=== design 1 ===
Fig. 1: design 1, metal layers overlaid
Two of the layers only.
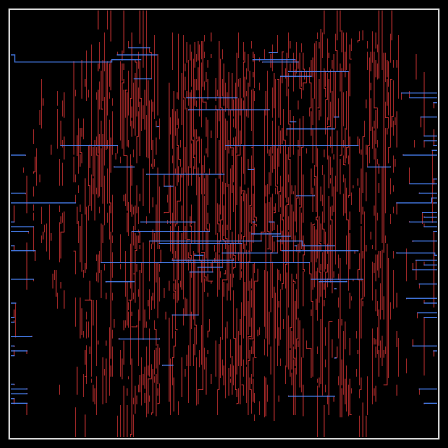

[config.mk]
export PLATFORM = sky130hd
export DESIGN_NAME = i2s_rx
export DESIGN_NICKNAME = d
export VERILOG_FILES = /design/src/rtl/i2s_pkg.sv /design/src/rtl/i2s_sync_edge.sv /design/src/rtl/i2s_rx.sv
export SDC_FILE = /design/constraint.sdc
export NUM_CORES = 1
export LEC_CHECK = 0
export CELL_PAD_IN_SITES_DETAIL_PLACEMENT = 1
export CELL_PAD_IN_SITES_GLOBAL_PLACEMENT = 1
export CORE_MARGIN = 3
export CORE_UTILIZATION = 40
export CTS_CLUSTER_DIAMETER = 60
export DETAILED_ROUTE_END_ITERATION = 7
export MAX_ROUTING_LAYER = met4
export PLACE_DENSITY_LB_ADDON = 0.1
export SETUP_SLACK_MARGIN = 0.4
export SLEW_MARGIN = 20
export SYNTH_ARGS = -nofsm -noshare
export SYNTH_HDL_FRONTEND = slang
export SYNTH_SLANG_ARGS = --single-unit
[constraint.sdc]
create_clock -name CLK -period 1.75 [get_ports CLK]
set_input_delay 0.4375 -clock CLK [delete_from_list [all_inputs] [get_ports CLK]]
set_output_delay 0.4375 -clock CLK [all_outputs]
set_load 0.02 [all_outputs]
[src/rtl/i2s_pkg.sv]
// Types and default sizes shared by the I2S transmit and receive paths.
package i2s_pkg;

   localparam int I2S_DATA_W = 24;
   localparam int I2S_SLOT_W = 32;

   typedef enum logic [1:0] {
      SEEK  = 2'd0,
      LEFT  = 2'd1,
      RIGHT = 2'd2
   } rx_state_t;

endpackage

[src/rtl/i2s_sync_edge.sv]
// Multi-flop synchronizer for the codec pins, with SCLK rising-edge detect.
// Only SCLK gets an edge detector; the data pins are delayed by the same
// number of stages so they stay aligned with the detected edge.
module i2s_sync_edge #(
   parameter int SYNC_STAGES = 2,
   parameter int DATA_N      = 2
) (
   input  logic              clk,
   input  logic              reset,
   input  logic              sclk_async,
   input  logic [DATA_N-1:0] data_async,
   output logic              sclk_rise,
   output logic [DATA_N-1:0] data_sync
);

   logic [SYNC_STAGES-1:0] sclk_q;
   logic [DATA_N-1:0]      data_q [SYNC_STAGES];
   logic                   sclk_prev_q;

   // Shift every pin through its synchronizer chain; remember last synced SCLK.
   always_ff @(posedge clk) begin
      if (reset) begin
         sclk_q      <= '0;
         sclk_prev_q <= 1'b0;
         for (int i = 0; i < SYNC_STAGES; i++) data_q[i] <= '0;
      end else begin
         sclk_q      <= {sclk_q[SYNC_STAGES-2:0], sclk_async};
         sclk_prev_q <= sclk_q[SYNC_STAGES-1];
         data_q[0]   <= data_async;
         for (int i = 1; i < SYNC_STAGES; i++) data_q[i] <= data_q[i-1];
      end
   end

   assign sclk_rise = sclk_q[SYNC_STAGES-1] & ~sclk_prev_q;
   assign data_sync = data_q[SYNC_STAGES-1];

endmodule

[src/rtl/i2s_rx.sv]
// I2S receiver: deserializes codec ADC data into stereo frames and hands
// them out over a valid/ready pair. Optional peak meter: I2S_RX_PEAK_EN.
//
// state | meaning
// SEEK  | not aligned; waiting for the start of a left slot
// LEFT  | receiving the left slot
// RIGHT | receiving the right slot; a good close completes the frame
module i2s_rx #(
   parameter int DATA_W      = i2s_pkg::I2S_DATA_W,
   parameter int SLOT_W      = i2s_pkg::I2S_SLOT_W,
   parameter int SYNC_STAGES = 2
) (
   input  logic              CLK,
   input  logic              RESET,
   input  logic              SCLK,
   input  logic              LRCLK,
   input  logic              DIN,
   output logic [DATA_W-1:0] LEFT,
   output logic [DATA_W-1:0] RIGHT,
   output logic              SAMPLE_VALID,
   input  logic              SAMPLE_READY,
   output logic              OVERRUN,
   output logic              FRAME_ERR,
   input  logic              PEAK_CLR,
   output logic [DATA_W-1:0] PEAK
);

   import i2s_pkg::*;

   localparam int CNT_W = $clog2(SLOT_W + 1);
   localparam logic [CNT_W-1:0] CNT_DATA = CNT_W'(DATA_W);
   localparam logic [CNT_W-1:0] CNT_LAST = CNT_W'(SLOT_W - 1);
   localparam logic [CNT_W-1:0] CNT_MAX  = CNT_W'(SLOT_W);

   rx_state_t         state_q, state_d;
   logic              sclk_rise;
   logic [1:0]        pins_sync;
   logic              lr_s, din_s;
   logic              lr_prev_q;
   logic              trans;
   logic              slot_good;
   logic              latch_left, frame_good, slot_bad;
   logic [CNT_W-1:0]  bit_cnt_q;
   logic [DATA_W-1:0] shift_q, left_hold_q, right_hold_q;
   logic              done_q;
   logic              xfer, load_frame;

   i2s_sync_edge #(
      .SYNC_STAGES (SYNC_STAGES),
      .DATA_N      (2)
   ) u_sync (
      .clk        (CLK),
      .reset      (RESET),
      .sclk_async (SCLK),
      .data_async ({DIN, LRCLK}),
      .sclk_rise  (sclk_rise),
      .data_sync  (pins_sync)
   );

   assign lr_s      = pins_sync[0];
   assign din_s     = pins_sync[1];
   assign trans     = sclk_rise && (lr_s != lr_prev_q);
   assign slot_good = (bit_cnt_q == CNT_LAST);

   // State register.
   always_ff @(posedge CLK) begin
      if (RESET) state_q <= i2s_pkg::SEEK;
      else       state_q <= state_d;
   end

   // Slot sequencing; everything happens on LRCLK transition edges only.
   always_comb begin
      state_d    = state_q;
      latch_left = 1'b0;
      frame_good = 1'b0;
      slot_bad   = 1'b0;
      if (trans) begin
         case (state_q)
            i2s_pkg::SEEK: begin
               if (!lr_s) state_d = i2s_pkg::LEFT;
            end
            i2s_pkg::LEFT: begin
               if (slot_good) begin
                  latch_left = 1'b1;
                  state_d    = i2s_pkg::RIGHT;
               end else begin
                  slot_bad = 1'b1;
                  state_d  = i2s_pkg::SEEK;
               end
            end
            i2s_pkg::RIGHT: begin
               state_d = i2s_pkg::LEFT;
               if (slot_good) frame_good = 1'b1;
               else           slot_bad   = 1'b1;
            end
            default: state_d = i2s_pkg::SEEK;
         endcase
      end
   end

   // Bit counting and shifting. The right word is copied aside at the
   // closing edge because the shift register is cleared on that same edge.
   always_ff @(posedge CLK) begin
      if (RESET) begin
         lr_prev_q    <= 1'b0;
         bit_cnt_q    <= '0;
         shift_q      <= '0;
         left_hold_q  <= '0;
         right_hold_q <= '0;
         done_q       <= 1'b0;
         FRAME_ERR    <= 1'b0;
      end else begin
         done_q <= frame_good;
         if (sclk_rise) begin
            lr_prev_q <= lr_s;
            if (trans) begin
               bit_cnt_q <= '0;
               shift_q   <= '0;
            end else begin
               if (bit_cnt_q != CNT_MAX) bit_cnt_q <= bit_cnt_q + 1'b1;
               if (bit_cnt_q < CNT_DATA) shift_q <= {shift_q[DATA_W-2:0], din_s};
            end
         end
         if (latch_left) left_hold_q  <= shift_q;
         if (frame_good) right_hold_q <= shift_q;
         if (slot_bad)   FRAME_ERR    <= 1'b1;
      end
   end

   assign xfer       = SAMPLE_VALID && SAMPLE_READY;
   assign load_frame = done_q && (!SAMPLE_VALID || xfer);

   // Output hold registers and handshake; a frame arriving while the held
   // one is still pending is dropped and flagged.
   always_ff @(posedge CLK) begin
      if (RESET) begin
         LEFT         <= '0;
         RIGHT        <= '0;
         SAMPLE_VALID <= 1'b0;
         OVERRUN      <= 1'b0;
      end else begin
         if (load_frame) begin
            LEFT         <= left_hold_q;
            RIGHT        <= right_hold_q;
            SAMPLE_VALID <= 1'b1;
         end else if (xfer) begin
            SAMPLE_VALID <= 1'b0;
         end
         if (done_q && SAMPLE_VALID && !SAMPLE_READY) OVERRUN <= 1'b1;
      end
   end

`ifdef I2S_RX_PEAK_EN
   // Magnitude of a two's-complement sample, clamped so the most negative
   // code still fits in DATA_W bits.
   function automatic logic [DATA_W-1:0] sat_abs(input logic [DATA_W-1:0] x);
      if (!x[DATA_W-1])                         return x;
      else if (x == {1'b1, {(DATA_W-1){1'b0}}}) return {1'b0, {(DATA_W-1){1'b1}}};
      else                                      return -x;
   endfunction

   logic [DATA_W-1:0] abs_l, abs_r, peak_max;

   always_comb begin
      abs_l    = sat_abs(left_hold_q);
      abs_r    = sat_abs(right_hold_q);
      peak_max = PEAK;
      if (abs_l > peak_max) peak_max = abs_l;
      if (abs_r > peak_max) peak_max = abs_r;
   end

   // Peak follows only frames that reach the outputs; clear wins over update.
   always_ff @(posedge CLK) begin
      if (RESET)           PEAK <= '0;
      else if (PEAK_CLR)   PEAK <= '0;
      else if (load_frame) PEAK <= peak_max;
   end
`else
   logic unused_peak_clr;
   assign unused_peak_clr = PEAK_CLR;
   assign PEAK            = '0;
`endif

endmodule

=== design 2 ===
## config.mk

```make
export PLATFORM = sky130hd
export DESIGN_NAME = quad_snapshot_seq_flat
export DESIGN_NICKNAME = d
export VERILOG_FILES = /design/src/rtl/quad_snapshot_seq_pkg.sv /design/src/rtl/quad_snapshot_seq_if.sv /design/src/rtl/quad_snapshot_seq_idx_sticky.sv /design/src/rtl/quad_snapshot_seq.sv /design/src/flat_wrapper.sv
export SDC_FILE = /design/constraint.sdc
export NUM_CORES = 1
export LEC_CHECK = 0
export CAP_MARGIN = 5
export CORE_MARGIN = 4
export CORE_UTILIZATION = 25
export CTS_BUF_LIST = sky130_fd_sc_hd__clkbuf_8
export CTS_CLUSTER_DIAMETER = 200
export CTS_CLUSTER_SIZE = 28
export DETAILED_ROUTE_END_ITERATION = 7
export SLEW_MARGIN = 10
export SYNTH_ARGS = -nofsm -noshare
export SYNTH_HDL_FRONTEND = slang
export SYNTH_SLANG_ARGS = --single-unit
```

## constraint.sdc

```tcl
create_clock -name clk -period 3.2 [get_ports clk]
set_input_delay 0.32 -clock clk [delete_from_list [all_inputs] [get_ports clk]]
set_output_delay 0.32 -clock clk [all_outputs]
set_load 0.005 [all_outputs]
```

## src/rtl/quad_snapshot_seq_pkg.sv

```systemverilog
// Shared types for the quadrature snapshot sequencer: FSM states and the hi-byte layout.
package quad_pkg;

   typedef enum logic [1:0] {StIdle, StStream, StDone} quad_state_e;

   localparam int unsigned QUAD_BYTES_PER_CH = 4;

   // value carries the upper counter bits already zero-extended to 7 bits
   function automatic logic [7:0] hi_byte(input logic flag, input logic [6:0] value);
      return {flag, value};
   endfunction

endpackage

```

## src/rtl/quad_snapshot_seq_if.sv

```systemverilog
// Byte stream from the snapshot sequencer to the host-bus byte port (valid/ready).
interface quad_snapshot_seq_if;
   logic [7:0] data;
   logic       valid;
   logic       ready;

   modport master (output data, output valid, input ready);
   modport slave  (input data, input valid, output ready);
endinterface

```

## src/rtl/quad_snapshot_seq_idx_sticky.sv

```systemverilog
// Per-channel sticky "index seen" flag; flag_o already includes a strobe on the current cycle.
module quad_idx_sticky (
   input  logic clk,
   input  logic rst,
   input  logic stb_i,
   input  logic clr_i,
   output logic flag_o
);

   logic flag_q, flag_d;

   // Clear wins over a coincident strobe; that strobe is still reported through flag_o.
   always_comb flag_d = clr_i ? 1'b0 : (flag_q | stb_i);

   always_ff @(posedge clk) begin
      if (rst) flag_q <= 1'b0;
      else     flag_q <= flag_d;
   end

   assign flag_o = flag_q | stb_i;

endmodule

```

## src/rtl/quad_snapshot_seq.sv

```systemverilog
// Snapshot-and-stream readout of NCH quadrature channels over a byte valid/ready port.
// Define QUAD_SNAP_DELTA_EN to stream count deltas since the previous capture instead of absolutes.
module quad_snapshot_seq
   import quad_pkg::*;
#(
   parameter int unsigned NCH = 4,
   parameter int unsigned W   = 14
) (
   input  logic                 clk,
   input  logic                 rst,
   input  logic [NCH*W-1:0]     cnt_bus_i,
   input  logic [NCH*W-1:0]     idx_bus_i,
   input  logic [NCH-1:0]       idx_stb_i,
   input  logic                 snap_req_i,
   quad_snapshot_seq_if.master  out_io,
   output logic                 busy_o,
   output logic                 done_o,
   output logic                 overrun_o
);

   localparam int unsigned NBytes = QUAD_BYTES_PER_CH * NCH;
   localparam int unsigned IdxW   = $clog2(NBytes);
   localparam logic [IdxW-1:0] LastIdx = IdxW'(NBytes - 1);

   quad_state_e      state_q;
   logic [W-1:0]     cnt_q [NCH];
   logic [W-1:0]     idx_q [NCH];
   logic [W-1:0]     cnt_cap [NCH];
   logic [NCH-1:0]   snap_flag_q;
   logic [NCH-1:0]   flag_live;
   logic [IdxW-1:0]  byte_idx_q;
   logic             valid_q, busy_q, done_q, overrun_q;
   logic [7:0]       bytes [NBytes];
   logic             capture;
   logic             accept;

   assign capture = snap_req_i && (state_q != StStream);
   assign accept  = valid_q && out_io.ready;

   for (genvar k = 0; k < NCH; k++) begin : g_sticky
      quad_idx_sticky u_sticky (
         .clk    (clk),
         .rst    (rst),
         .stb_i  (idx_stb_i[k]),
         .clr_i  (capture),
         .flag_o (flag_live[k])
      );
   end

`ifdef QUAD_SNAP_DELTA_EN
   logic [W-1:0] prev_q [NCH];

   always_comb begin
      for (int k = 0; k < NCH; k++) cnt_cap[k] = cnt_bus_i[k*W +: W] - prev_q[k];
   end
`else
   always_comb begin
      for (int k = 0; k < NCH; k++) cnt_cap[k] = cnt_bus_i[k*W +: W];
   end
`endif

   always_comb begin
      for (int k = 0; k < NCH; k++) begin
         bytes[4*k]     = cnt_q[k][7:0];
         bytes[4*k + 1] = hi_byte(snap_flag_q[k], 7'(cnt_q[k] >> 8));
         bytes[4*k + 2] = idx_q[k][7:0];
         bytes[4*k + 3] = hi_byte(1'b0, 7'(idx_q[k] >> 8));
      end
   end

   always_ff @(posedge clk) begin
      if (rst) begin
         state_q     <= StIdle;
         byte_idx_q  <= '0;
         valid_q     <= 1'b0;
         busy_q      <= 1'b0;
         done_q      <= 1'b0;
         overrun_q   <= 1'b0;
         snap_flag_q <= '0;
         for (int k = 0; k < NCH; k++) begin
            cnt_q[k] <= '0;
            idx_q[k] <= '0;
`ifdef QUAD_SNAP_DELTA_EN
            prev_q[k] <= '0;
`endif
         end
      end else begin
         done_q <= 1'b0;
         unique case (state_q)
            StIdle, StDone: begin
               if (capture) begin
                  state_q     <= StStream;
                  byte_idx_q  <= '0;
                  valid_q     <= 1'b1;
                  busy_q      <= 1'b1;
                  overrun_q   <= 1'b0;
                  snap_flag_q <= flag_live;
                  for (int k = 0; k < NCH; k++) begin
                     cnt_q[k] <= cnt_cap[k];
                     idx_q[k] <= idx_bus_i[k*W +: W];
`ifdef QUAD_SNAP_DELTA_EN
                     prev_q[k] <= cnt_bus_i[k*W +: W];
`endif
                  end
               end else begin
                  state_q <= StIdle;
               end
            end
            StStream: begin
               if (snap_req_i) overrun_q <= 1'b1;
               if (accept) begin
                  if (byte_idx_q == LastIdx) begin
                     state_q <= StDone;
                     valid_q <= 1'b0;
                     busy_q  <= 1'b0;
                     done_q  <= 1'b1;
                  end else begin
                     byte_idx_q <= byte_idx_q + 1'b1;
                  end
               end
            end
            default: state_q <= StIdle;
         endcase
      end
   end

   assign out_io.data  = valid_q ? bytes[byte_idx_q] : 8'h00;
   assign out_io.valid = valid_q;
   assign busy_o       = busy_q;
   assign done_o       = done_q;
   assign overrun_o    = overrun_q;

endmodule
```

## src/flat_wrapper.sv

```systemverilog
// flat-port wrapper written by rule: the top's interface ports become plain ports
module quad_snapshot_seq_flat import quad_pkg::*;
#(
   parameter int unsigned NCH = 4,
   parameter int unsigned W   = 14
)
  (clk, rst, cnt_bus_i, idx_bus_i, idx_stb_i, snap_req_i, busy_o, done_o, overrun_o, out_io_data, out_io_valid, out_io_ready);
  quad_snapshot_seq_if out_io_i ();
  input  logic clk;
  input  logic rst;
  input  logic [NCH*W-1:0] cnt_bus_i;
  input  logic [NCH*W-1:0] idx_bus_i;
  input  logic [NCH-1:0] idx_stb_i;
  input  logic snap_req_i;
  output logic busy_o;
  output logic done_o;
  output logic overrun_o;
  output wire logic [$bits(out_io_i.data)-1:0] out_io_data;
  output wire logic [$bits(out_io_i.valid)-1:0] out_io_valid;
  input wire logic [$bits(out_io_i.ready)-1:0] out_io_ready;
  assign out_io_data = out_io_i.data;
  assign out_io_valid = out_io_i.valid;
  assign out_io_i.ready = out_io_ready;
  quad_snapshot_seq #(.NCH(NCH), .W(W)) u_core (.clk(clk), .rst(rst), .cnt_bus_i(cnt_bus_i), .idx_bus_i(idx_bus_i), .idx_stb_i(idx_stb_i), .snap_req_i(snap_req_i), .out_io(out_io_i), .busy_o(busy_o), .done_o(done_o), .overrun_o(overrun_o));
endmodule
```


==> layout pictures side by side <==
Sequential cells coloured by netlist name.
panel A
Bar = 50 um.
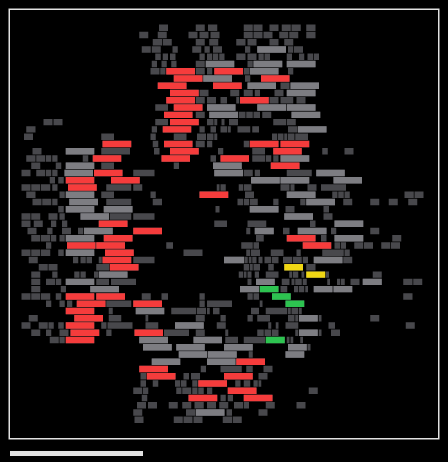
panel B
Bar = 20 um.
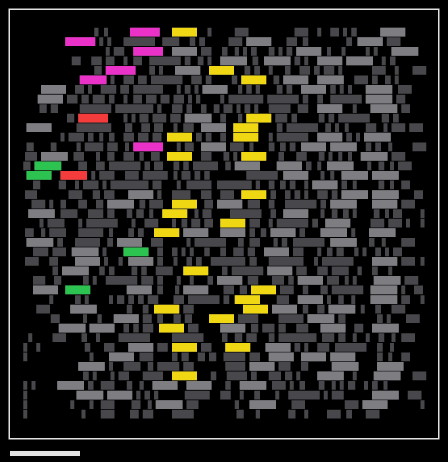
design 1 -> panel B
design 2 -> panel A
Of these, largest die: panel A

Key to panel A:
- u_core.state_q: yellow (sequential cells 2)
- u_core.snap_flag_q: green (sequential cells 4)
- u_core.cnt_q: red (sequential cells 56)

Fig. 2: design 1, the clock network
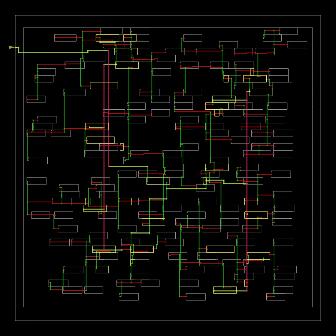
FF+latch count: 140
clkbuf count: 25

## Picture notes: Fig. 1
- metal 3: blue (wire length 829 um)
- metal 2: red (wire length 9020 um)
DR WL/cell: 19.90 um
GRT Total Usage: 0.2265

==> CHANGELOG.md, design 1 <==
### Implementation results

- Hold EP: SAMPLE_VALID
- TNS Setup: 0 ns
- Placed cells: 831
- Met3 Use GR: 0.04457
- PostCTS Resize Cnt: 312
- GRT met1 Usage: 0.2698
- Clock buffer depth: 2
- P_leak: ~2.8 nW
- Fin crit share: 0.9159
- Tool warnings: 34
- Number of distinct library cells after synthesis: 36
- Outcome: complete, no violations
- Top cell area share: 0.5214
- Post-synth top cells: 140 x dfxtp_1, 128 x nand2_1, 107 x a21oi_1
- Placed instance area: a little over 6000 um2
- RSZ-0062 raised after global routing: yes
- Clock period minus worst slack: approximately 1.6 ns
- Diode count: 0
- H-tree depth: 4
- CP Max Fanout: 10
- WP data required: approximately 2.1 ns
design 1: power by group through the flow:
stage | sequential, mW | combinational [mW] | clock [mW]
finish | 3.20 | 0.205 | 3.71
global route | 3.20 | 0.221 | 3.89
CTS | 3.20 | 0.187 | 3.73
detailed placement | 3.27 | 0.173 | 0
global placement | 3.27 | 0.171 | 0
floorplan | 3.27 | 0.173 | 0
design 1: critical path, cell delays in order (launching register included):
cell and delay, ns:
dfxtp_4 0.34, and4b_2 0.33, and4_4 0.29, buf_6 0.14
clkbuf_16 0.15, nand3_1 0.10, a21oi_1 0.17
design 1: registers in the layout, summed over array words and instances, names as in the netlist, 2 cells and up:
signal         flops
left_hold_q       24
bit_cnt_q          6
RIGHT             24
u_sync.data_q      4
right_hold_q      24
state_q            2
LEFT              24
u_sync.sclk_q      2
shift_q           24
design 1: layout make-up:
class                      instances  share of cell area
tap                              172             0.02842
sequential                       140              0.3812
inverter                           7            0.004296
clock buffer                      25             0.06543
multi-input combinational        441              0.3443
clock inverter                     7             0.01454
timing repair buffer             102              0.1618
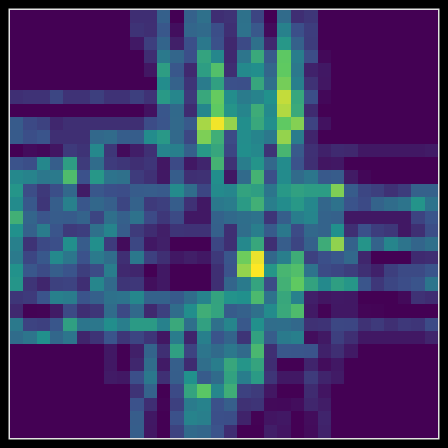
Fig. 3. Routed metal per tile (design 2).
32 x 32 tiles, from dark purple (low) to yellow (high), scaled to the fullest tile. Values are wire area over tile area, all layers added.
- nearly empty tiles: 31%
- tiles over half the peak: 9.7%
- densest ninth of the die: top centre
- emptiest ninth of the die: upper right
total number of vias: 3549
DR WL/cell: 16.10 um
GRT Total Usage: 0.1056
Routed WL: 13460 um

==> CHANGELOG.md, design 2 <==
### Implementation results

- Seq/total area: 0.4754
- Adders+Majority by Area: 0.002157
- Worst reg-to-reg path cell count: 5
- Worst VDD drop: about 200 uV
- Slowest stage delay, CP: between 0.6 and 0.7 ns
- P_seq: 2.01 mW
- Core box area: around 23000 um2
- Tool warnings: 26
- Flop pwr share: 0.546
- Post-synthesis cell count: 404
- Worst setup startpoint: u_core.byte_idx_q[0]
- Synth Seq Share: 0.6385
- Outcome: complete, no violations
- Final ANT Viol Nets: 0
- Clk latency late pin: between 0.4 and 0.5 ns
- Fmax: ~330 MHz
- GRT met1 Usage: 0.1363
- Residual DRC: 0
design 2: sequential cells by signal (all words and copies together), names as in the netlist:
signal / cells
u_core.byte_idx_q: 4
u_core.snap_flag_q: 4
u_core.state_q: 2
u_core.cnt_q: 56
u_core.done_o: 1
u_core.g_sticky.u_sticky.flag_q: 4
u_core.idx_q: 56
u_core.overrun_o: 1
u_core.out_io.valid: 1
design 2: metrics by stage:
stage	utilization	instance area (um2)	hold WS, ns	total power, mW
global route	0.3432	7794	0.4846	3.836
detailed placement	0.3267	7418	0.4530	2.431
CTS	0.3432	7794	0.4728	3.722
finish	0.3432	7794	0.4660	3.674
floorplan	-	5801	0.3921	2.198
global placement	0.3267	7418	0.4443	2.422
design 2: layout by cell type, fill, tap and decap left out, types with 2 or more instances in the layout:
cell type	count
a22oi_1	8
clkdlybuf4s50_1	131
a211oi_1	4
mux4_2	8
nand2_1	7
nor2b_1	5
edfxtp_1	112
mux2i_1	29
nand3_1	5
nor2_1	22
inv_1	7
clkinv_2	2
and3_1	2
o21ai_1	3
dfxtp_1	16
nand2b_1	3
buf_4	8
buf_12	2
and2_1	114
o21ai_0	2
a221oi_1	2
o22ai_1	4
clkbuf_8	22
mux4_1	10
a21oi_1	7

=== design 3 ===
Fig. 4: design 3, the clock network
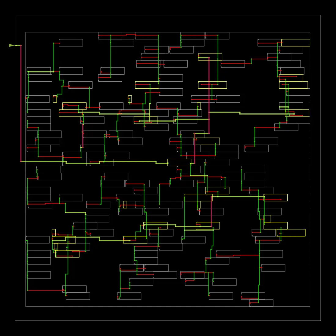

File: config.mk
export PLATFORM = sky130hd
export DESIGN_NAME = btn_event_arbiter_flat
export DESIGN_NICKNAME = d
export VERILOG_FILES = /design/src/rtl/btn_pkg.sv /design/src/rtl/btn_event_arbiter_if.sv /design/src/rtl/btn_repeat_timer.sv /design/src/rtl/btn_event_arbiter.sv /design/src/flat_wrapper.sv
export SDC_FILE = /design/constraint.sdc
export NUM_CORES = 1
export LEC_CHECK = 0
export CORE_MARGIN = 4
export CORE_UTILIZATION = 56
export CTS_BUF_LIST = sky130_fd_sc_hd__clkbuf_16
export DETAILED_ROUTE_END_ITERATION = 16
export PLACE_DENSITY = 0.78
export REMOVE_ABC_BUFFERS = 1
export SLEW_MARGIN = 25
export SYNTH_ARGS = -nofsm -noshare
export SYNTH_HDL_FRONTEND = slang
export SYNTH_SLANG_ARGS = --single-unit
export TNS_END_PERCENT = 20
File: constraint.sdc
create_clock -name CLK -period 11.2 [get_ports CLK]
set_input_delay 1.68 -clock CLK [delete_from_list [all_inputs] [get_ports CLK]]
set_output_delay 1.68 -clock CLK [all_outputs]
set_load 0.05 [all_outputs]
File: src/rtl/btn_pkg.sv
// Shared encodings for the button event arbiter and its repeat timers.
// Timer states follow the button lifecycle: released, waiting for first repeat, repeating.
// The output register is a one-entry slot: empty or holding a presented event.
package btn_pkg;

  typedef enum logic [1:0] {
    RT_RELEASED = 2'b00,
    RT_DELAY    = 2'b01,
    RT_REPEAT   = 2'b10
  } rpt_state_t;

  typedef enum logic {
    OUT_EMPTY = 1'b0,
    OUT_FULL  = 1'b1
  } out_state_t;

endpackage

File: src/rtl/btn_event_arbiter_if.sv
// Valid/ready event stream from the arbiter to the game logic.
// The master presents EVT_ID/EVT_REP with EVT_VALID; the slave accepts with EVT_READY.
// Payload is held stable by the master while EVT_VALID=1 and EVT_READY=0.
interface btn_event_arbiter_if #(
  parameter int IDW = 2
);
  logic           EVT_VALID;
  logic           EVT_READY;
  logic [IDW-1:0] EVT_ID;
  logic           EVT_REP;

  modport master (
    output EVT_VALID,
    output EVT_ID,
    output EVT_REP,
    input  EVT_READY
  );

  modport slave (
    input  EVT_VALID,
    input  EVT_ID,
    input  EVT_REP,
    output EVT_READY
  );
endinterface

File: src/rtl/btn_repeat_timer.sv
// Per-button hold-to-repeat timer: fires REPEAT_DLY cycles after a press, then every REPEAT_PER.
// FIRE is asserted in the cycle whose closing edge is the fire edge, so the pending bit sets on it.
// A press restarts the delay; a release (level low) cancels everything and beats a fire.
module btn_repeat_timer
  import btn_pkg::*;
#(
  parameter int            CW         = 24,
  parameter logic [CW-1:0] REPEAT_DLY = 24'd5_000_000,
  parameter logic [CW-1:0] REPEAT_PER = 24'd1_250_000
) (
  input  logic CLK,
  input  logic ACLR,
  input  logic BTN_PULSE,
  input  logic BTN_LEVEL,
  output logic FIRE
);

  rpt_state_t    state;
  logic [CW-1:0] count;

  // A fire happens when an armed timer has run out and the button is still held.
  assign FIRE = (state != RT_RELEASED) && BTN_LEVEL && (count == '0);

  // Timer state and countdown; press restarts, release cancels, expiry reloads the period.
  always_ff @(posedge CLK or posedge ACLR) begin
    if (ACLR) begin
      state <= RT_RELEASED;
      count <= '0;
    end else if (BTN_PULSE) begin
      state <= RT_DELAY;
      count <= REPEAT_DLY - 1'b1;
    end else if (!BTN_LEVEL) begin
      state <= RT_RELEASED;
      count <= '0;
    end else if (state != RT_RELEASED) begin
      if (count == '0) begin
        state <= RT_REPEAT;
        count <= REPEAT_PER - 1'b1;
      end else begin
        count <= count - 1'b1;
      end
    end
  end

endmodule

File: src/rtl/btn_event_arbiter.sv
// Queues button presses and auto-repeats per button, round-robin serialises them to one stream.
// Latency: press pulse at edge k -> EVT_VALID after edge k+1 when the output slot is empty.
// Backpressure: slot holds while EVT_READY=0; repeated sets on a queued button raise sticky OVF.
module btn_event_arbiter
  import btn_pkg::*;
#(
  parameter int            N_BTN      = 4,
  parameter int            IDW        = 2,
  parameter int            CW         = 24,
  parameter logic [CW-1:0] REPEAT_DLY = 24'd5_000_000,
  parameter logic [CW-1:0] REPEAT_PER = 24'd1_250_000
) (
  input  logic                 CLK,
  input  logic                 ACLR,
  input  logic [N_BTN-1:0]     BTN_PULSE,
  input  logic [N_BTN-1:0]     BTN_LEVEL,
  input  logic                 CLR_OVF,
  btn_event_arbiter_if.master  evt,
  output logic [N_BTN-1:0]     OVF
);

  logic [N_BTN-1:0] fire;
  logic [N_BTN-1:0] pend;
  logic [N_BTN-1:0] rep;
  logic [N_BTN-1:0] ovf_q;
  logic [N_BTN-1:0] set_vec;
  logic [N_BTN-1:0] drop_vec;
  logic [N_BTN-1:0] gnt_vec;
  logic [N_BTN-1:0] rep_n;
  logic [IDW-1:0]   ptr;
  logic [IDW-1:0]   ptr_n;
  logic [IDW-1:0]   gnt_idx;
  logic             gnt_any;
  logic             grant;
  int               scan_idx;

  out_state_t       state;
  logic             valid_q;
  logic [IDW-1:0]   id_q;
  logic             rep_q;

  for (genvar g = 0; g < N_BTN; g++) begin : g_timer
    btn_repeat_timer #(
      .REPEAT_DLY (REPEAT_DLY),
      .REPEAT_PER (REPEAT_PER),
      .CW         (CW)
    ) u_timer (
      .CLK       (CLK),
      .ACLR      (ACLR),
      .BTN_PULSE (BTN_PULSE[g]),
      .BTN_LEVEL (BTN_LEVEL[g]),
      .FIRE      (fire[g])
    );
  end

  // Round-robin search: first pending index at or above ptr, wrapping modulo N_BTN.
  // Scanning from the farthest offset down lets the nearest match overwrite the others.
  always_comb begin
    gnt_any  = 1'b0;
    gnt_idx  = '0;
    scan_idx = 0;
    for (int off = N_BTN - 1; off >= 0; off--) begin
      scan_idx = int'(ptr) + off;
      if (scan_idx >= N_BTN) scan_idx = scan_idx - N_BTN;
      if (pend[scan_idx[IDW-1:0]]) begin
        gnt_any = 1'b1;
        gnt_idx = scan_idx[IDW-1:0];
      end
    end
  end

  // A grant needs a free slot this cycle: empty, or the presented event is being taken.
  assign grant = gnt_any && ((state == OUT_EMPTY) || evt.EVT_READY);

  // Explicit wrap so non-power-of-two button counts never point past the last button.
  assign ptr_n = (gnt_idx == IDW'(N_BTN - 1)) ? '0 : gnt_idx + IDW'(1);

  // One-hot grant plus the per-button set/drop/source-bit next values.
  always_comb begin
    gnt_vec = '0;
    for (int i = 0; i < N_BTN; i++) begin
      gnt_vec[i] = grant && (gnt_idx == IDW'(i));
    end
    set_vec  = BTN_PULSE | fire;
    drop_vec = set_vec & pend & ~gnt_vec;
    // Pulse forces a fresh press; a repeat marks rep only if it is not merely a drop.
    rep_n    = (rep & ~BTN_PULSE) | (fire & ~BTN_PULSE & ~drop_vec);
  end

  // Pending queue, source bits and sticky overflow; a set beats both grant-clear and CLR_OVF.
  always_ff @(posedge CLK or posedge ACLR) begin
    if (ACLR) begin
      pend  <= '0;
      rep   <= '0;
      ovf_q <= '0;
    end else begin
      pend  <= set_vec | (pend & ~gnt_vec);
      rep   <= rep_n;
      ovf_q <= drop_vec | (CLR_OVF ? '0 : ovf_q);
    end
  end

  // Round-robin pointer advances past each grantee.
  always_ff @(posedge CLK or posedge ACLR) begin
    if (ACLR) begin
      ptr <= '0;
    end else if (grant) begin
      ptr <= ptr_n;
    end
  end

  // Output slot FSM with registered payload; reloads in place for back-to-back events.
  always_ff @(posedge CLK or posedge ACLR) begin
    if (ACLR) begin
      state   <= OUT_EMPTY;
      valid_q <= 1'b0;
      id_q    <= '0;
      rep_q   <= 1'b0;
    end else begin
      case (state)
        OUT_EMPTY: begin
          if (grant) begin
            state   <= OUT_FULL;
            valid_q <= 1'b1;
            id_q    <= gnt_idx;
            rep_q   <= rep[gnt_idx];
          end
        end
        OUT_FULL: begin
          if (evt.EVT_READY) begin
            if (grant) begin
              id_q  <= gnt_idx;
              rep_q <= rep[gnt_idx];
            end else begin
              state   <= OUT_EMPTY;
              valid_q <= 1'b0;
            end
          end
        end
        default: begin
          state   <= OUT_EMPTY;
          valid_q <= 1'b0;
        end
      endcase
    end
  end

  assign evt.EVT_VALID = valid_q;
  assign evt.EVT_ID    = id_q;
  assign evt.EVT_REP   = rep_q;
  assign OVF           = ovf_q;

endmodule

File: src/flat_wrapper.sv
// flat-port wrapper written by rule: the top's interface ports become plain ports
module btn_event_arbiter_flat import btn_pkg::*;
#(
  parameter int            N_BTN      = 4,
  parameter int            IDW        = 2,
  parameter int            CW         = 24,
  parameter logic [CW-1:0] REPEAT_DLY = 24'd5_000_000,
  parameter logic [CW-1:0] REPEAT_PER = 24'd1_250_000
)
  (CLK, ACLR, BTN_PULSE, BTN_LEVEL, CLR_OVF, OVF, evt_EVT_VALID, evt_EVT_ID, evt_EVT_REP, evt_EVT_READY);
  btn_event_arbiter_if #(.IDW(IDW)) evt_i ();
  input  logic CLK;
  input  logic ACLR;
  input  logic [N_BTN-1:0] BTN_PULSE;
  input  logic [N_BTN-1:0] BTN_LEVEL;
  input  logic CLR_OVF;
  output logic [N_BTN-1:0] OVF;
  output wire logic [$bits(evt_i.EVT_VALID)-1:0] evt_EVT_VALID;
  output wire logic [$bits(evt_i.EVT_ID)-1:0] evt_EVT_ID;
  output wire logic [$bits(evt_i.EVT_REP)-1:0] evt_EVT_REP;
  input wire logic [$bits(evt_i.EVT_READY)-1:0] evt_EVT_READY;
  assign evt_EVT_VALID = evt_i.EVT_VALID;
  assign evt_EVT_ID = evt_i.EVT_ID;
  assign evt_EVT_REP = evt_i.EVT_REP;
  assign evt_i.EVT_READY = evt_EVT_READY;
  btn_event_arbiter #(.N_BTN(N_BTN), .IDW(IDW), .CW(CW), .REPEAT_DLY(REPEAT_DLY), .REPEAT_PER(REPEAT_PER)) u_core (.CLK(CLK), .ACLR(ACLR), .BTN_PULSE(BTN_PULSE), .BTN_LEVEL(BTN_LEVEL), .CLR_OVF(CLR_OVF), .evt(evt_i), .OVF(OVF));
endmodule
=== design 4 ===
## config.mk

```make
export PLATFORM = sky130hd
export DESIGN_NAME = ajuste_relogio
export DESIGN_NICKNAME = d
export VERILOG_FILES = /design/src/rtl/ajuste_relogio.sv
export SDC_FILE = /design/constraint.sdc
export NUM_CORES = 1
export LEC_CHECK = 0
export ABC_CLOCK_PERIOD_IN_PS = 2800
export CAP_MARGIN = 20
export CORE_ASPECT_RATIO = 1.25
export CORE_MARGIN = 2
export CORE_UTILIZATION = 40
export CTS_CLUSTER_DIAMETER = 150
export DETAILED_ROUTE_END_ITERATION = 12
export MAX_ROUTING_LAYER = met4
export PLACE_DENSITY = 0.7
export SYNTH_ARGS = -nofsm -noshare
export SYNTH_HDL_FRONTEND = slang
export SYNTH_SLANG_ARGS = --single-unit
```

## constraint.sdc

```tcl
create_clock -name clk -period 2.8 [get_ports clk]
set_input_delay 0.28 -clock clk [delete_from_list [all_inputs] [get_ports clk]]
set_output_delay 0.28 -clock clk [all_outputs]
set_load 0.01 [all_outputs]
```

## src/rtl/ajuste_relogio.sv

```systemverilog
// ajuste_relogio: time-setting controller for a HH:MM clock.
// Buttons step through hour edit, minute edit and a load phase that holds
// LD_time high until the next one-second tick. An idle timeout abandons
// the edit, and a blink timer drives the display blink of the field being edited.
module ajuste_relogio #(
  parameter int BLINK_CICLOS = 5,
  parameter int TIMEOUT_S    = 30
) (
  input  logic       clk,
  input  logic       reset,
  input  logic       btn_mode,
  input  logic       btn_inc,
  input  logic       tick_1s,
  input  logic [1:0] cur_H1,
  input  logic [3:0] cur_H0,
  input  logic [3:0] cur_M1,
  input  logic [3:0] cur_M0,
  output logic [1:0] H_in1,
  output logic [3:0] H_in0,
  output logic [3:0] M_in1,
  output logic [3:0] M_in0,
  output logic       LD_time,
  output logic       editando,
  output logic       pisca_h,
  output logic       pisca_m
);

  // Counter widths: each counter only needs to reach its parameter minus one.
  localparam int BW = (BLINK_CICLOS > 1) ? $clog2(BLINK_CICLOS) : 1;
  localparam int TW = (TIMEOUT_S > 1) ? $clog2(TIMEOUT_S) : 1;
  localparam logic [BW-1:0] BLINK_LAST = BW'(BLINK_CICLOS - 1);
  localparam logic [TW-1:0] TO_LAST    = TW'(TIMEOUT_S - 1);

  typedef enum logic [1:0] {
    ST_RUN   = 2'd0,
    ST_SET_H = 2'd1,
    ST_SET_M = 2'd2,
    ST_LOAD  = 2'd3
  } state_t;

  state_t        state_q, state_d;
  logic [4:0]    edit_h_q, edit_h_d;
  logic [5:0]    edit_m_q, edit_m_d;
  logic [TW-1:0] to_cnt_q, to_cnt_d;
  logic [BW-1:0] blink_cnt_q, blink_cnt_d;
  logic          blink_q, blink_d;
  logic          mode_prev_q, mode_prev_d;
  logic          inc_prev_q, inc_prev_d;

  // Edge detection on the (already synchronous) button levels.
  logic press_mode;
  logic press_inc;
  logic any_press;
  assign press_mode = btn_mode & ~mode_prev_q;
  assign press_inc  = btn_inc & ~inc_prev_q;
  assign any_press  = press_mode | press_inc;

  // Current time converted to binary for the edit registers. The arithmetic
  // is done at the destination width; valid times always fit.
  logic [4:0] cap_h;
  logic [5:0] cap_m;
  assign cap_h = 5'(cur_H1) * 5'd10 + 5'(cur_H0);
  assign cap_m = 6'(cur_M1) * 6'd10 + 6'(cur_M0);

  logic editing_q;
  logic timeout_hit;
  logic entering_edit;
  assign editing_q   = (state_q == ST_SET_H) || (state_q == ST_SET_M);
  // A press in the same cycle as the last tick wins over the timeout.
  assign timeout_hit = editing_q & tick_1s & (to_cnt_q == TO_LAST) & ~any_press;

  // Next-state logic for the FSM and the edit registers; mode beats inc.
  always_comb begin
    state_d  = state_q;
    edit_h_d = edit_h_q;
    edit_m_d = edit_m_q;
    case (state_q)
      ST_RUN: begin
        if (press_mode) begin
          state_d  = ST_SET_H;
          edit_h_d = cap_h;
          edit_m_d = cap_m;
        end
      end
      ST_SET_H: begin
        if (press_mode) begin
          state_d = ST_SET_M;
        end else if (press_inc) begin
          edit_h_d = (edit_h_q >= 5'd23) ? 5'd0 : edit_h_q + 5'd1;
        end else if (timeout_hit) begin
          state_d = ST_RUN;
        end
      end
      ST_SET_M: begin
        if (press_mode) begin
          state_d = ST_LOAD;
        end else if (press_inc) begin
          edit_m_d = (edit_m_q >= 6'd59) ? 6'd0 : edit_m_q + 6'd1;
        end else if (timeout_hit) begin
          state_d = ST_RUN;
        end
      end
      ST_LOAD: begin
        // Buttons are ignored here; only the tick releases the load.
        if (tick_1s) begin
          state_d = ST_RUN;
        end
      end
      default: state_d = ST_RUN;
    endcase
  end

  assign entering_edit = ((state_d == ST_SET_H) || (state_d == ST_SET_M)) &&
                         (state_d != state_q);

  // Timeout and blink counters plus the previous-level button registers.
  always_comb begin
    to_cnt_d    = to_cnt_q;
    blink_cnt_d = blink_cnt_q;
    blink_d     = blink_q;
    mode_prev_d = btn_mode;
    inc_prev_d  = btn_inc;

    if (!editing_q || any_press || entering_edit || timeout_hit) begin
      to_cnt_d = '0;
    end else if (tick_1s) begin
      to_cnt_d = to_cnt_q + 1'b1;
    end

    if (entering_edit) begin
      blink_cnt_d = '0;
      blink_d     = 1'b1;
    end else if (blink_cnt_q == BLINK_LAST) begin
      blink_cnt_d = '0;
      blink_d     = ~blink_q;
    end else begin
      blink_cnt_d = blink_cnt_q + 1'b1;
    end
  end

  // State register; previous-button flops reset high so a held button is not a press.
  always_ff @(posedge clk) begin
    if (!reset) begin
      state_q     <= ST_RUN;
      edit_h_q    <= '0;
      edit_m_q    <= '0;
      to_cnt_q    <= '0;
      blink_cnt_q <= '0;
      blink_q     <= 1'b0;
      mode_prev_q <= 1'b1;
      inc_prev_q  <= 1'b1;
    end else begin
      state_q     <= state_d;
      edit_h_q    <= edit_h_d;
      edit_m_q    <= edit_m_d;
      to_cnt_q    <= to_cnt_d;
      blink_cnt_q <= blink_cnt_d;
      blink_q     <= blink_d;
      mode_prev_q <= mode_prev_d;
      inc_prev_q  <= inc_prev_d;
    end
  end

  // Split the binary edit values back into decimal digits.
  logic [4:0] h_base;
  logic [5:0] m_base;
  always_comb begin
    H_in1  = 2'd0;
    h_base = 5'd0;
    if (edit_h_q >= 5'd20) begin
      H_in1  = 2'd2;
      h_base = 5'd20;
    end else if (edit_h_q >= 5'd10) begin
      H_in1  = 2'd1;
      h_base = 5'd10;
    end

    M_in1  = 4'd0;
    m_base = 6'd0;
    if (edit_m_q >= 6'd60) begin
      M_in1  = 4'd6;
      m_base = 6'd60;
    end else if (edit_m_q >= 6'd50) begin
      M_in1  = 4'd5;
      m_base = 6'd50;
    end else if (edit_m_q >= 6'd40) begin
      M_in1  = 4'd4;
      m_base = 6'd40;
    end else if (edit_m_q >= 6'd30) begin
      M_in1  = 4'd3;
      m_base = 6'd30;
    end else if (edit_m_q >= 6'd20) begin
      M_in1  = 4'd2;
      m_base = 6'd20;
    end else if (edit_m_q >= 6'd10) begin
      M_in1  = 4'd1;
      m_base = 6'd10;
    end
  end

  assign H_in0 = 4'(edit_h_q - h_base);
  assign M_in0 = 4'(edit_m_q - m_base);

  assign LD_time  = (state_q == ST_LOAD);
  assign editando = editing_q;
  assign pisca_h  = (state_q == ST_SET_H) & blink_q;
  assign pisca_m  = (state_q == ST_SET_M) & blink_q;

endmodule

```

Fig. 5: design 3, sequential cells coloured by netlist name
Bar = 20 um.
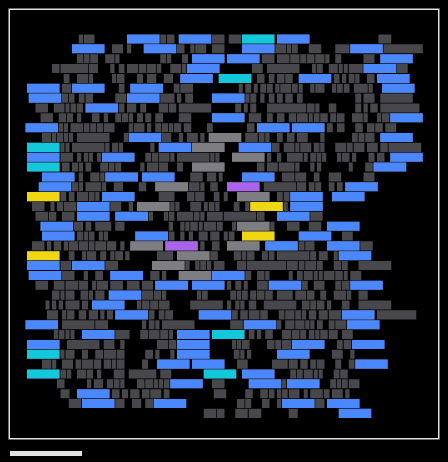
- u_core.ptr: purple (sequential cells 2)
- u_core.g_timer.u_timer.count: blue (sequential cells 96; where all over the die)
- u_core.g_timer.u_timer.state: cyan (sequential cells 8)
- u_core.OVF: yellow (sequential cells 4)
- not coloured: 13
register area: 3078 um2
final core occ: 0.6585
Seq/total area: 0.4008

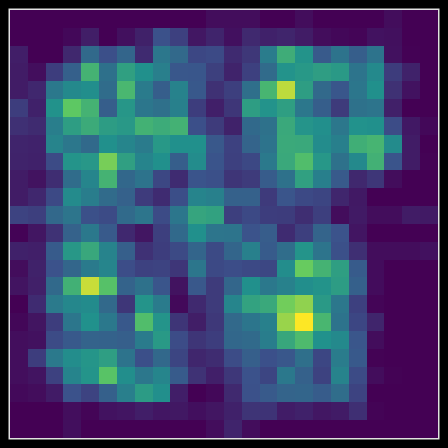
Fig. 6. Routed metal per tile (design 3).
24 x 24 tiles, from dark purple (low) to yellow (high), scaled to the fullest tile. Values are wire area over tile area, all layers added.
- fullest tile: 0.74
- nearly empty tiles: 18%
- mean over tiles: 0.18
total number of vias: 6048
DR WL/cell: 17.39 um

Notes on Fig. 4 above:
clk latency late pin: 0.42 ns
clock buffer count from CTS: 17

==> CHANGELOG.md, design 3 <==
### Implementation results

- Ys cells: ~750
- Maximum capacitance violations: 0
- Total setup buffers inserted after CTS: 0
- TNS Setup: 0 ns
- Met3 Use GR: 0.05540
- Outcome: complete, no violations
- Rows: 39
- Clock sinks: ~120
- Main synth FF type: dfrtp_1
- Design area: around 7700 um2
- Flop pwr share: 0.397
- Pre-CTS setup slack: 7.410 ns
- Synth Area in Simple Gates: 0.2682
- Worst reg-to-reg path cell count: 7
- Post-Syn Area: approximately 6800 um2
- P_seq: around 520 uW
[design 3: synthesized netlist by cell type, types with 4 or more instances]
library cell / number / area share
inv_1: 31 / 0.017
nor2_1: 81 / 0.045
o22ai_1: 7 / 0.0064
xnor2_1: 15 / 0.019
a21o_1: 4 / 0.0044
nand4_1: 12 / 0.011
clkbuf_1: 20 / 0.011
a221o_1: 7 / 0.010
and3_1: 5 / 0.0046
nand3_1: 17 / 0.013
or2_2: 12 / 0.011
dfrtp_1: 123 / 0.45
and2_1: 12 / 0.011
ha_1: 9 / 0.017
o31ai_1: 8 / 0.0088
nor3b_1: 7 / 0.0077
o21ai_0: 46 / 0.034
a311o_1: 4 / 0.0059
nor4b_1: 7 / 0.0090
o21a_1: 4 / 0.0044
a211o_1: 15 / 0.019
xor2_1: 11 / 0.014
a31oi_1: 8 / 0.0074
o211a_1: 6 / 0.0088
nand2b_1: 5 / 0.0046
a21oi_1: 47 / 0.035
or4_1: 18 / 0.020
nor4_1: 24 / 0.022
or3_1: 13 / 0.012
nand2_1: 65 / 0.036
nor2b_1: 6 / 0.0055
o211ai_1: 7 / 0.0077
nor3_1: 41 / 0.030
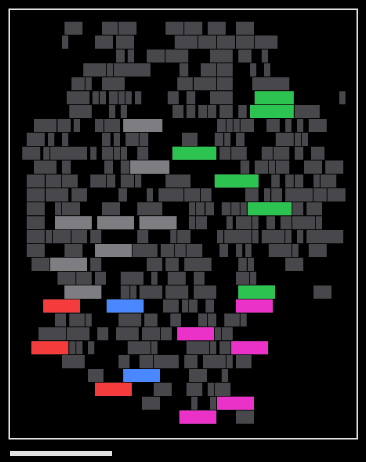
Fig. 7. Sequential cells coloured by netlist name (design 4).
Bar = 20 um.
- to_cnt_q: magenta (sequential cells 5)
- state_q: blue (sequential cells 2)
- edit_m_q: green (sequential cells 6)
- blink_cnt_q: red (sequential cells 3)
- not coloured: 8
Seq/total area: 0.1979
P_seq: 382 uW

==> CHANGELOG.md, design 4 <==
### Implementation results

- Outcome: complete, no violations
- Vias in the first global route: between 1500 and 2000
- Worst VDD drop: about 210 uV
- Critical Path End: M_in0[2]
- Hold EP: blink_cnt_q[0]
- Warnings from Yosys: 0
- Final setup margin: around 0.13 ns
- Hold WS: ~0.46 ns
- Post-synthesis cell count: roughly 250
- Crit. End Element: output pin
- Slowest stage delay, CP: between 0.5 and 0.6 ns
- Clock buffer count from CTS: 3
- Ys async rst share: 0
- CTS tree: built
- I/O Pins: 37
==> design 4: per-stage QoR <==
step | instance area (um2) | power (mW)
3_3_place_gp | 2416 | 0.6542
6_report | 2522 | 0.8864
4_1_cts | 2481 | 0.8952
2_1_floorplan | 2038 | 0.5564
5_1_grt | 2522 | 0.9451
3_5_place_dp | 2416 | 0.6593
==> design 4: power breakdown <==
group / total [mW] / switching [mW] / leakage (nW) / internal, mW
registers: 0.382 / 0.0241 / 0.200 / 0.358
logic: 0.269 / 0.123 / 0.780 / 0.147
clock network: 0.235 / 0.109 / 0.0288 / 0.126
==> design 4: metal layers <==
layer	track usage	vias to the layer above	share of wire
met3	0.009447	4	0.026
met1	0.1843	820	0.45
met2	0.2585	28	0.51
met4	0.06000	0	0.018
li1	-	928	-
met5	-	-	0
==> design 4: registers in the layout, indices dropped and copies added (netlist names) <==
register / cells
to_cnt_q: 5
state_q: 2
inc_prev_q: 1
mode_prev_q: 1
blink_q: 1
edit_h_q: 5
edit_m_q: 6
blink_cnt_q: 3


## Gallery

Metal layers overlaid.
Two of the layers only.
image #1
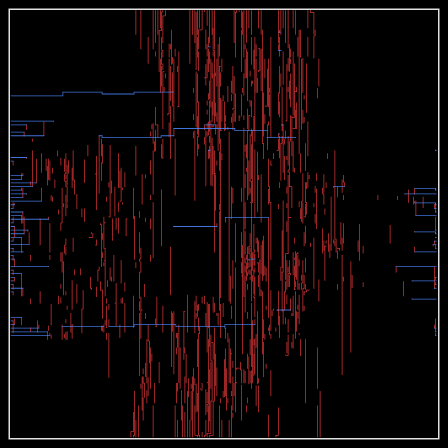
image #2
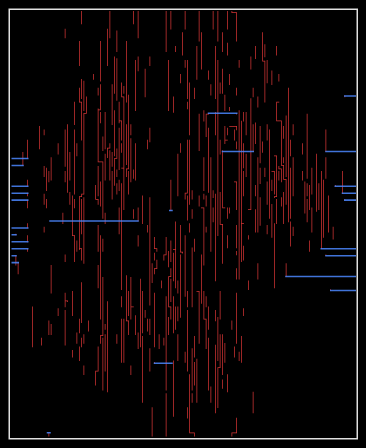
image #3
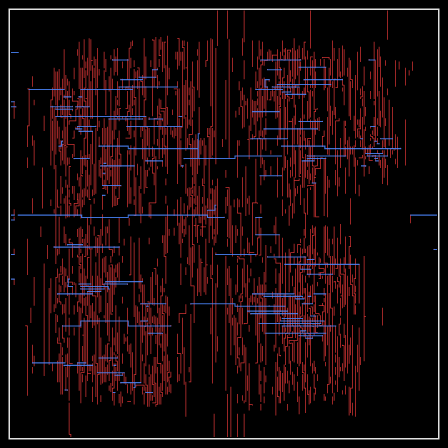
- least wire: image #2
- most wire: image #3
| picture | from |
|---|---|
| image #2 | design 4 |
| image #1 | design 2 |
| image #3 | design 3 |


==> layout pictures side by side <==
Local utilization.
(a)
Bar = 50 um. 16 x 16 tiles, from dark purple (low) to yellow (high), 0 to 100% covered.
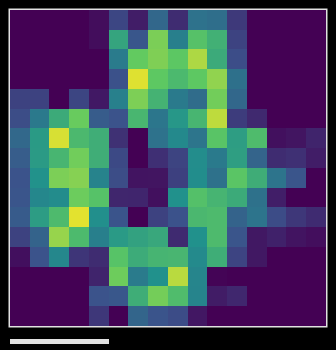
(b)
Bar = 20 um. 7 x 8 tiles, from dark purple (low) to yellow (high), 0 to 100% covered.
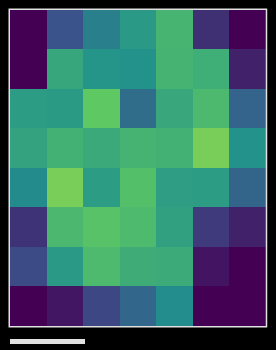
(c)
Bar = 20 um. 12 x 12 tiles, from dark purple (low) to yellow (high), 0 to 100% covered.
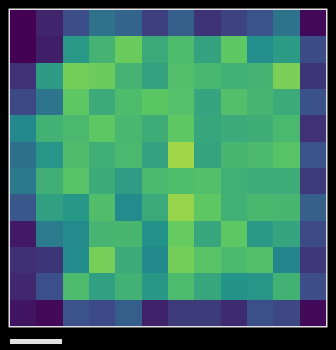
(d)
Bar = 20 um. 12 x 12 tiles, from dark purple (low) to yellow (high), 0 to 100% covered.
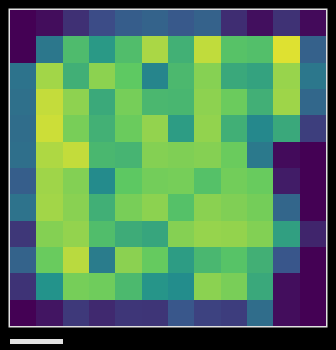
(a) is design 2.
(d) is design 3.
(b) is design 4.
(c) is design 1.
- largest die: (a)

Key to (c):
- emptiest ninth of the die: lower left
- fullest tile: 86%
- densest ninth of the die: centre
- tiles over 75% full: 6.2%
- mean over tiles: 50%

No activity file was given, so power comes from the tool's default toggle rates.
